=== design 1 ===
**Design 1: pin placement**

(4 px per um) Pins as bars across the die edge, other pins in grey.
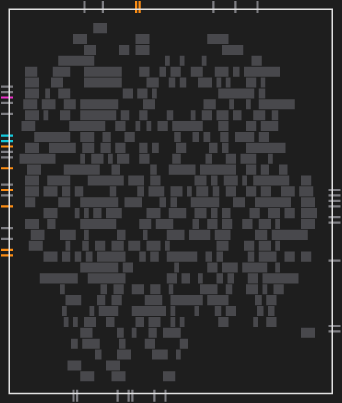
**Design 1: routing congestion**

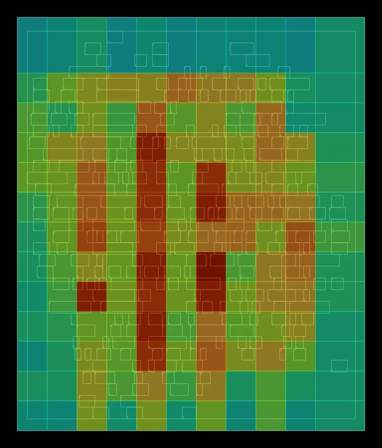
File: config.mk
export PLATFORM = sky130hd
export DESIGN_NAME = prog_counter
export DESIGN_NICKNAME = d
export VERILOG_FILES = /design/src/rtl/prog_counter_pkg.sv /design/src/rtl/prog_counter_prescaler.sv /design/src/rtl/prog_counter.sv
export SDC_FILE = /design/constraint.sdc
export NUM_CORES = 1
export LEC_CHECK = 0
export CAP_MARGIN = 20
export CELL_PAD_IN_SITES_DETAIL_PLACEMENT = 1
export CELL_PAD_IN_SITES_GLOBAL_PLACEMENT = 2
export CORE_ASPECT_RATIO = 1.2
export CORE_MARGIN = 2
export CORE_UTILIZATION = 25
export CTS_BUF_LIST = sky130_fd_sc_hd__clkbuf_16
export DETAILED_ROUTE_END_ITERATION = 10
export GPL_TIMING_DRIVEN = 0
export PLACE_DENSITY = 0.76
export REMOVE_ABC_BUFFERS = 1
export SLEW_MARGIN = 20
export SYNTH_ARGS = -nofsm -noshare
export SYNTH_HDL_FRONTEND = slang
export SYNTH_SLANG_ARGS = --single-unit
export TNS_END_PERCENT = 50
File: constraint.sdc
create_clock -name clk -period 3.11 [get_ports clk]
set_clock_uncertainty 0.05 [all_clocks]
set_input_delay 0.7775 -clock clk [delete_from_list [all_inputs] [get_ports clk]]
set_output_delay 0.7775 -clock clk [all_outputs]
set_load 0.03 [all_outputs]
File: src/rtl/prog_counter_pkg.sv
// Shared types and default sizing for the programmable counter and its prescaler.
package prog_counter_pkg;

  typedef enum logic [1:0] {
    MODE_WRAP    = 2'b00,
    MODE_SAT     = 2'b01,
    MODE_ONESHOT = 2'b10,
    MODE_RSVD    = 2'b11
  } counter_mode_e;

  localparam int DEFAULT_WIDTH      = 8;
  localparam int DEFAULT_PRESCALE_W = 8;

endpackage

File: src/rtl/prog_counter_prescaler.sv
// Step divider: emits one step strobe every (prescale+1) enabled cycles.
module prog_counter_prescaler
  import prog_counter_pkg::*;
#(
  parameter int PRESCALE_W = DEFAULT_PRESCALE_W
) (
  input  logic                  clk,
  input  logic                  rst,
  input  logic                  en,
  input  logic                  clr,
  input  logic [PRESCALE_W-1:0] prescale,
  output logic                  step
);

  logic [PRESCALE_W-1:0] r_div;
  logic                  w_wrap;

  // ">=" rather than "==" so lowering prescale below r_div still returns to 0.
  assign w_wrap = (r_div >= prescale);
  assign step   = en && !clr && w_wrap;

  // NOTE: async reset goes in the sensitivity list and is tested first; state
  // registers use non-blocking assignments so all flops sample the same edge.
  always_ff @(posedge clk or posedge rst) begin
    if (rst) begin
      r_div <= '0;
    end else if (clr) begin
      r_div <= '0;
    end else if (en) begin
      r_div <= w_wrap ? '0 : r_div + 1'b1;
    end
  end

endmodule

File: src/rtl/prog_counter.sv
// Programmable up/down counter with wrap/saturate/one-shot modes and compare.
// Define PROG_COUNTER_PRESCALE_EN to add the prescale port and step divider.
module prog_counter
  import prog_counter_pkg::*;
#(
  parameter int WIDTH      = DEFAULT_WIDTH,
  parameter int PRESCALE_W = DEFAULT_PRESCALE_W
) (
  input  logic                  clk,
  input  logic                  rst,
  input  logic                  en,
  input  logic                  load,
  input  logic [WIDTH-1:0]      load_val,
  input  logic                  up,
  input  logic [1:0]            mode,
  input  logic [WIDTH-1:0]      limit,
  input  logic [WIDTH-1:0]      cmp_val,
`ifdef PROG_COUNTER_PRESCALE_EN
  input  logic [PRESCALE_W-1:0] prescale,
`endif
  output logic [WIDTH-1:0]      count,
  output logic                  tick,
  output logic                  match,
  output logic                  done
);

  logic [WIDTH-1:0] r_count;
  logic             r_tick;
  logic             r_match;
  logic             r_done;

  logic [WIDTH-1:0] w_count_nxt;
  logic             w_tick_nxt;
  logic             w_done_nxt;
  logic             w_step;
  logic             w_sat;
  logic             w_frozen;
  counter_mode_e    w_mode;

`ifdef PROG_COUNTER_PRESCALE_EN
  prog_counter_prescaler #(
    .PRESCALE_W (PRESCALE_W)
  ) u_prescaler (
    .clk      (clk),
    .rst      (rst),
    .en       (en),
    .clr      (load),
    .prescale (prescale),
    .step     (w_step)
  );
`else
  assign w_step = en;
`endif

  assign w_mode   = counter_mode_e'(mode);
  assign w_sat    = (w_mode == MODE_SAT) || (w_mode == MODE_ONESHOT);
  assign w_frozen = (w_mode == MODE_ONESHOT) && r_done;

  // NOTE: every always_comb output gets a default first so no path can infer a latch.
  always_comb begin
    w_count_nxt = r_count;
    w_tick_nxt  = 1'b0;
    w_done_nxt  = r_done;
    if (load) begin
      w_count_nxt = load_val;
      w_done_nxt  = 1'b0;
    end else if (w_step && !w_frozen) begin
      if (up) begin
        if (r_count >= limit) begin
          if (!w_sat) begin
            w_count_nxt = '0;
            w_tick_nxt  = 1'b1;
          end else if (r_count != limit) begin
            w_count_nxt = limit;
            w_tick_nxt  = 1'b1;
          end
        end else begin
          w_count_nxt = r_count + 1'b1;
          w_tick_nxt  = w_sat && ((r_count + 1'b1) == limit);
        end
      end else begin
        if (r_count == '0) begin
          if (!w_sat) begin
            w_count_nxt = limit;
            w_tick_nxt  = 1'b1;
          end
        end else begin
          w_count_nxt = r_count - 1'b1;
          w_tick_nxt  = w_sat && (r_count == WIDTH'(1));
        end
      end
      // Any boundary landing in one-shot mode finishes the shot.
      if (w_mode == MODE_ONESHOT && w_tick_nxt) begin
        w_done_nxt = 1'b1;
      end
    end
  end

  always_ff @(posedge clk or posedge rst) begin
    if (rst) begin
      r_count <= '0;
      r_tick  <= 1'b0;
      r_match <= 1'b0;
      r_done  <= 1'b0;
    end else begin
      r_count <= w_count_nxt;
      r_tick  <= w_tick_nxt;
      r_match <= (w_count_nxt == cmp_val);
      r_done  <= w_done_nxt;
    end
  end

  assign count = r_count;
  assign tick  = r_tick;
  assign match = r_match;
  assign done  = r_done;

endmodule
==> results_dict.tcl <==
# implementation run metrics
set metrics [dict create \
    fin_crit_sh 1.02 \
    worst_slack_ns -0.0777 \
    ys_warn_count 0 \
    violations "setup timing" \
    wirelength_um 6950 \
    overflow 0 \
    pg_clk_w 0.000230 \
    slowest_stage "or4_4" \
    nNonClkBuffers 68 \
    grt_use_met3 0.0114 \
    yosysTopAreaCell "dfrtp_1" \
    initialDrtViolationCount 67 \
    synthSimpleGateAreaFrac 0.270 \
    wl_met1_um 3070 \
    crit_fanout 6 \
    netlist.area_leader.share 0.157 \
    diodes 0 \
    mux_share 0.0415 \
    setup_violations 1 \
    worstSetupPathType "primary input to flop" \
    r2r_end "match" \
    finalNonFillerCells 377 \
    status "finished with violations" \
    min_from "done" \
    cts_tree "yes" \
    rsz0062_at_grt "true" \
    ys_sh_aoi 0.274 \
    grt_start_max_net_pins 21 \
    flops 11 \
    slew_headroom 0.617 \
    grt_pass1_vias 2083 \
    place_inst 346 \
    netlist_area_sq_um 1750 \
    clock_sinks 11 \
]
About 'pin placement' of design 1:
load_val -> orange  # pins 8, direction input, edge 6 west, 2 north
mode -> cyan  # pins 2, direction input, edge west
load -> magenta  # pins 1, direction input, edge west
all pins by edge = 19 west, 9 east, 7 north, 7 south
DIE HEIGHT: 95.7 um
Die X: 80.4 um
IO Port Bufs: 41

About 'routing congestion' of design 1:
fin util: 0.413
Total GRT Usage: 0.182

## flip-flops by register name, indices dropped and copies added (netlist names)
signal	cells
match	1
count	8
done	1
tick	1
## critical path: cells and delay by family
family	cells	cell delay [ns]
compound gates	2	0.73
xor+xnor	1	0.19
fa+ha+maj	1	0.26
buf+inv	2	0.16
simple gates	4	1.15
## how the worst max path moves through the flow
stage / end / slack (ns) / depth (start not counted)
finish: match / -0.08 / 10
detailed placement: match / -1.39 / 10
CTS: match / 0.0005 / 11
global route: match / -0.14 / 10
global placement: match / -1.39 / 10
floorplan: match / -0.47 / 10
## placed cells by master (no fill, tap or decap), drive strengths merged, types with 3 or more instances in the layout
cell	Yosys	final
ha	13	13
o22ai	5	5
clkbuf	9	4
a22o	3	3
dfrtp	11	11
a211oi	3	3
nor3	8	8
o21ai	7	7
mux2i	5	5
nor2	18	18
a31oi	4	4
nand2	15	15
inv	17	18
a21oi	14	14
nand4	6	6
xnor2	10	10
nor4	5	5
xor2	7	7
or3	3	3
or4	4	4
o31ai	4	4
buf	7	34
nand3	14	14
a21o	5	5
clkdlybuf4s50	0	31

=== design 2 ===
**Design 2: signal wires on met3**

(6 px per um) Cells faint in the background.
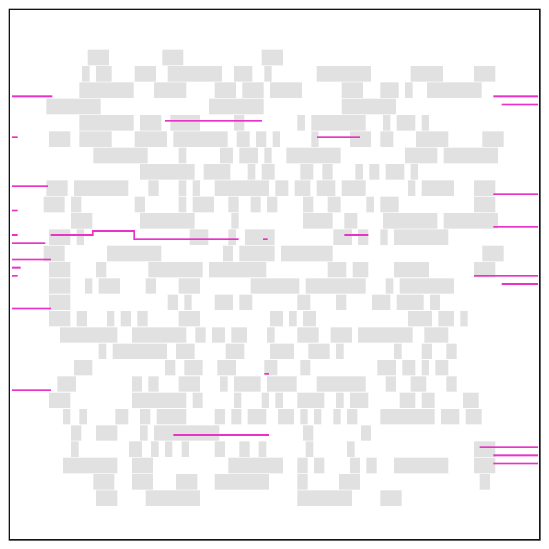
**Design 2: wiring heat map**

(4 px per um) 18 x 18 tiles, from dark blue (low) to red (high), scaled to the fullest tile. Values are wire area over tile area, all layers added.
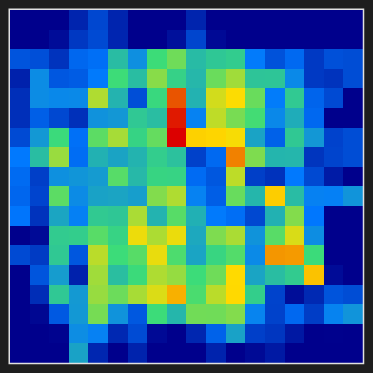
## src/rtl/lfsr_pkg.sv

```systemverilog
// Shared types, default tap masks and parameter sanity check for the LFSR generator.
package lfsr_pkg;

  typedef enum logic {
    LFSR_FIB = 1'b0,
    LFSR_GAL = 1'b1
  } lfsr_mode_e;

  localparam logic [3:0] LFSR_TAPS4_FIB = 4'b1100;
  localparam logic [3:0] LFSR_TAPS4_GAL = 4'b0011;
  localparam logic [7:0] LFSR_TAPS8     = 8'hB8;

  // Galois bit0 is not checked here because the form is chosen at run time.
  function automatic bit check_taps(input int unsigned width,
                                    input logic [31:0] taps,
                                    input logic [31:0] seed);
    if (width < 2 || width > 32) return 1'b0;
    if (taps == '0 || seed == '0) return 1'b0;
    if (width < 32) begin
      if ((taps >> width) != '0) return 1'b0;
      if ((seed >> width) != '0) return 1'b0;
    end
    return 1'b1;
  endfunction

endpackage

```

## src/rtl/lfsr_next.sv

```systemverilog
// Combinational next-state of the LFSR for Fibonacci and Galois forms.
module lfsr_next
  import lfsr_pkg::*;
#(
  parameter int unsigned      WIDTH = 8,
  parameter logic [WIDTH-1:0] TAPS  = 8'hB8
) (
  input  logic [WIDTH-1:0] state_i,
  input  lfsr_mode_e       mode_i,
  output logic [WIDTH-1:0] next_o
);

  always_comb begin
    if (mode_i == LFSR_FIB) begin
      next_o = {state_i[WIDTH-2:0], ^(state_i & TAPS)};
    end else begin
      next_o = {state_i[WIDTH-2:0], 1'b0} ^ (state_i[WIDTH-1] ? TAPS : '0);
    end
  end

endmodule

```

## src/rtl/lfsr_gen.sv

```systemverilog
// Parametrised LFSR with run-time Fibonacci/Galois selection, load, lock-up
// recovery and period measurement.
module lfsr_gen
  import lfsr_pkg::*;
#(
  parameter int unsigned      WIDTH = 8,
  parameter logic [WIDTH-1:0] TAPS  = 8'hB8,
  parameter logic [WIDTH-1:0] SEED  = 8'h01
) (
  input  logic             clk,
  input  logic             reset,
  input  logic             en_i,
  input  logic             load_i,
  input  logic [WIDTH-1:0] seed_i,
  input  logic             mode_i,
  output logic [WIDTH-1:0] lfsr_o,
  output logic             bit_o,
  output logic             wrap_o,
  output logic [WIDTH-1:0] period_o,
  output logic             period_vld_o,
  output logic             lockup_o
);

  if (!check_taps(WIDTH, 32'(TAPS), 32'(SEED))) begin : g_bad_params
    $error("lfsr_gen: illegal WIDTH/TAPS/SEED combination");
  end

  localparam logic [WIDTH-1:0] ONE = WIDTH'(1);

  logic [WIDTH-1:0] state_q, state_d;
  logic [WIDTH-1:0] start_q, start_d;
  logic [WIDTH-1:0] cnt_q, cnt_d;
  logic [WIDTH-1:0] period_q, period_d;
  lfsr_mode_e       mode_q, mode_d;
  logic             vld_q, vld_d;
  logic             wrap_q, wrap_d;
  logic             lockup_q, lockup_d;

  lfsr_mode_e       mode_new;
  logic [WIDTH-1:0] step_nxt;
  logic [WIDTH-1:0] base_start;
  logic [WIDTH-1:0] base_cnt;

  assign mode_new = lfsr_mode_e'(mode_i);

  lfsr_next #(
    .WIDTH (WIDTH),
    .TAPS  (TAPS)
  ) u_next (
    .state_i (state_q),
    .mode_i  (mode_new),
    .next_o  (step_nxt)
  );

  always_comb begin
    state_d    = state_q;
    start_d    = start_q;
    cnt_d      = cnt_q;
    period_d   = period_q;
    vld_d      = vld_q;
    mode_d     = mode_new;
    wrap_d     = 1'b0;
    lockup_d   = 1'b0;
    base_start = start_q;
    base_cnt   = cnt_q;

    if (load_i) begin
      cnt_d = '0;
      if (seed_i != '0) begin
        state_d = seed_i;
        start_d = seed_i;
      end else begin
        state_d  = SEED;
        start_d  = SEED;
        lockup_d = 1'b1;
      end
    end else if (state_q == '0) begin
      state_d  = SEED;
      start_d  = SEED;
      cnt_d    = '0;
      lockup_d = 1'b1;
    end else begin
      // A mode change rebases the measurement before a same-cycle step is judged.
      if (mode_new != mode_q) begin
        base_start = state_q;
        base_cnt   = '0;
        start_d    = state_q;
        cnt_d      = '0;
      end
      if (en_i) begin
        state_d = step_nxt;
        if (step_nxt == base_start) begin
          wrap_d   = 1'b1;
          period_d = base_cnt + ONE;
          vld_d    = 1'b1;
          cnt_d    = '0;
        end else begin
          cnt_d = base_cnt + ONE;
        end
      end
    end
  end

  always_ff @(posedge clk or negedge reset) begin
    if (!reset) begin
      state_q  <= SEED;
      start_q  <= SEED;
      cnt_q    <= '0;
      period_q <= '0;
      mode_q   <= LFSR_FIB;
      vld_q    <= 1'b0;
      wrap_q   <= 1'b0;
      lockup_q <= 1'b0;
    end else begin
      state_q  <= state_d;
      start_q  <= start_d;
      cnt_q    <= cnt_d;
      period_q <= period_d;
      mode_q   <= mode_d;
      vld_q    <= vld_d;
      wrap_q   <= wrap_d;
      lockup_q <= lockup_d;
    end
  end

  assign lfsr_o       = state_q;
  assign bit_o        = state_q[WIDTH-1];
  assign wrap_o       = wrap_q;
  assign period_o     = period_q;
  assign period_vld_o = vld_q;
  assign lockup_o     = lockup_q;

endmodule

```

## config.mk

```make
export PLATFORM = sky130hd
export DESIGN_NAME = lfsr_gen
export DESIGN_NICKNAME = d
export VERILOG_FILES = /design/src/rtl/lfsr_pkg.sv /design/src/rtl/lfsr_next.sv /design/src/rtl/lfsr_gen.sv
export SDC_FILE = /design/constraint.sdc
export NUM_CORES = 1
export LEC_CHECK = 0
export CAP_MARGIN = 20
export CELL_PAD_IN_SITES_DETAIL_PLACEMENT = 1
export CELL_PAD_IN_SITES_GLOBAL_PLACEMENT = 2
export CORE_MARGIN = 5
export CORE_UTILIZATION = 37
export DETAILED_ROUTE_END_ITERATION = 10
export PLACE_DENSITY_LB_ADDON = 0.1
export SETUP_SLACK_MARGIN = 0.1
export SLEW_MARGIN = 20
export SYNTH_ARGS = -nofsm -noshare
export SYNTH_HDL_FRONTEND = slang
export SYNTH_SLANG_ARGS = --single-unit
```

## constraint.sdc

```tcl
create_clock -name clk -period 4.84 [get_ports clk]
set_input_delay 0.484 -clock clk [delete_from_list [all_inputs] [get_ports clk]]
set_output_delay 0.484 -clock clk [all_outputs]
set_load 0.01 [all_outputs]
```

==> results_dict.tcl <==
# implementation run metrics
set metrics [dict create \
    antenna_left 0 \
    fillCellCount 695 \
    logic_gate_count 170 \
    crit_buf_inv 1 \
    hold_viol_final 0 \
    clockBufferCount 5 \
    regArea_sq_um 903 \
    p_seq_frac 0.439 \
    grt_pass1_wl_um 9340 \
    power_frac_comb 0.229 \
    initial_core_util 0.382 \
    first_pass_iters 4 \
    status "completed" \
    crit_fanout 19 \
    dpl.hpwl_um 3990 \
    slowest_stage "clkdlybuf4s50_1" \
    finClkSkew_ns 0.00415 \
]
Notes on 'signal wires on met3' of design 2 above:
longest straight run = 17.2 um
main direction = horizontal
share of all routed wire = 3.3%
final WL: 5540 um
met3 Usage GRT: 0.0339
total number of vias: 1743

Notes on 'wiring heat map' of design 2 above:
emptiest ninth of the die = north-east
tiles over half the peak = 21%
mean over tiles = 0.11
densest ninth of the die = centre
Total GRT Usage: 0.158
Routed WL per cell: 16.7 um

## final timing paths
path,from,endpoint,slack [ns]
max reg2reg,mode_q,period_o[6],1.85
max in group asynchronous,reset,lfsr_o[6],4.04
min reg2reg,period_vld_o,period_vld_o,0.47
max,mode_i,period_o[6],1.25
min,reset,lfsr_o[4],0.28
min in group clk,period_vld_o,period_vld_o,0.47
## per-stage QoR
stage / hold WS (ns) / power, W / std cells
final: 0.280 / 0.000812 / 331
after floorplan: 0.188 / 0.000480 / 232
after CTS: 0.312 / 0.000825 / 331
after detailed placement: 0.466 / 0.000549 / 323
after global placement: 0.453 / 0.000550 / 323
after global routing: 0.358 / 0.000863 / 331
## state kept, by name, summed over array words and instances, names as in the netlist
register,flops
start_q,8
cnt_q,8
mode_q,1
lockup_o,1
period_vld_o,1
period_o,8
lfsr_o,8
wrap_o,1
## kinds of logic after synthesis
| family | count (synthesis) | share of synthesized area |
|---|---|---|
| multiplexers | 19 | 0.108 |
| flip-flops | 36 | 0.400 |
| adder cells (fa/ha/maj) | 3 | 0.0166 |
| AND-OR/OR-AND | 48 | 0.131 |
| XOR/XNOR | 20 | 0.0985 |
| AND/OR/NAND/NOR | 80 | 0.189 |
| buffers and inverters | 26 | 0.0576 |


==> screenshots <==
The metal 2 layer.
Plate I
(4 px per um) Cells faint in the background.
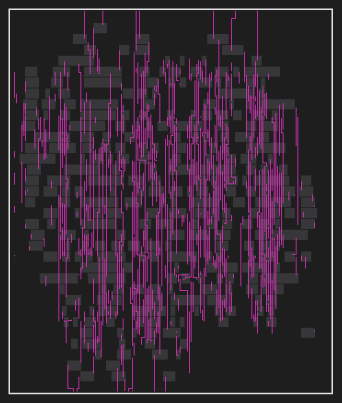
Plate II
(6 px per um) Cells faint in the background.
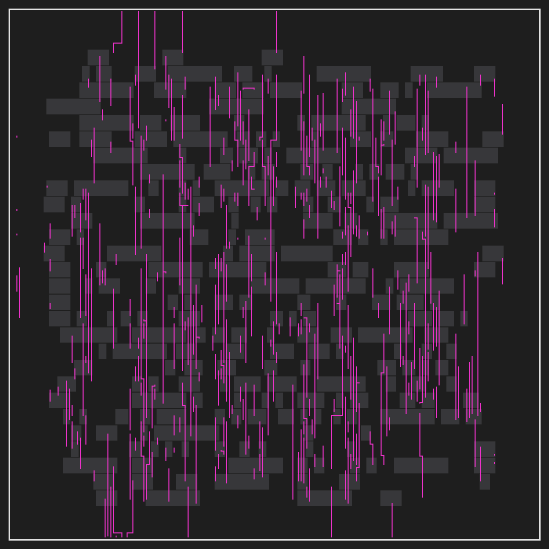
| from | picture |
|---|---|
| design 1 | Plate I |
| design 2 | Plate II |

Key to Plate II:
wire length on this layer = 2350 um
main direction = vertical

Power is estimated from default activity; no workload was simulated.
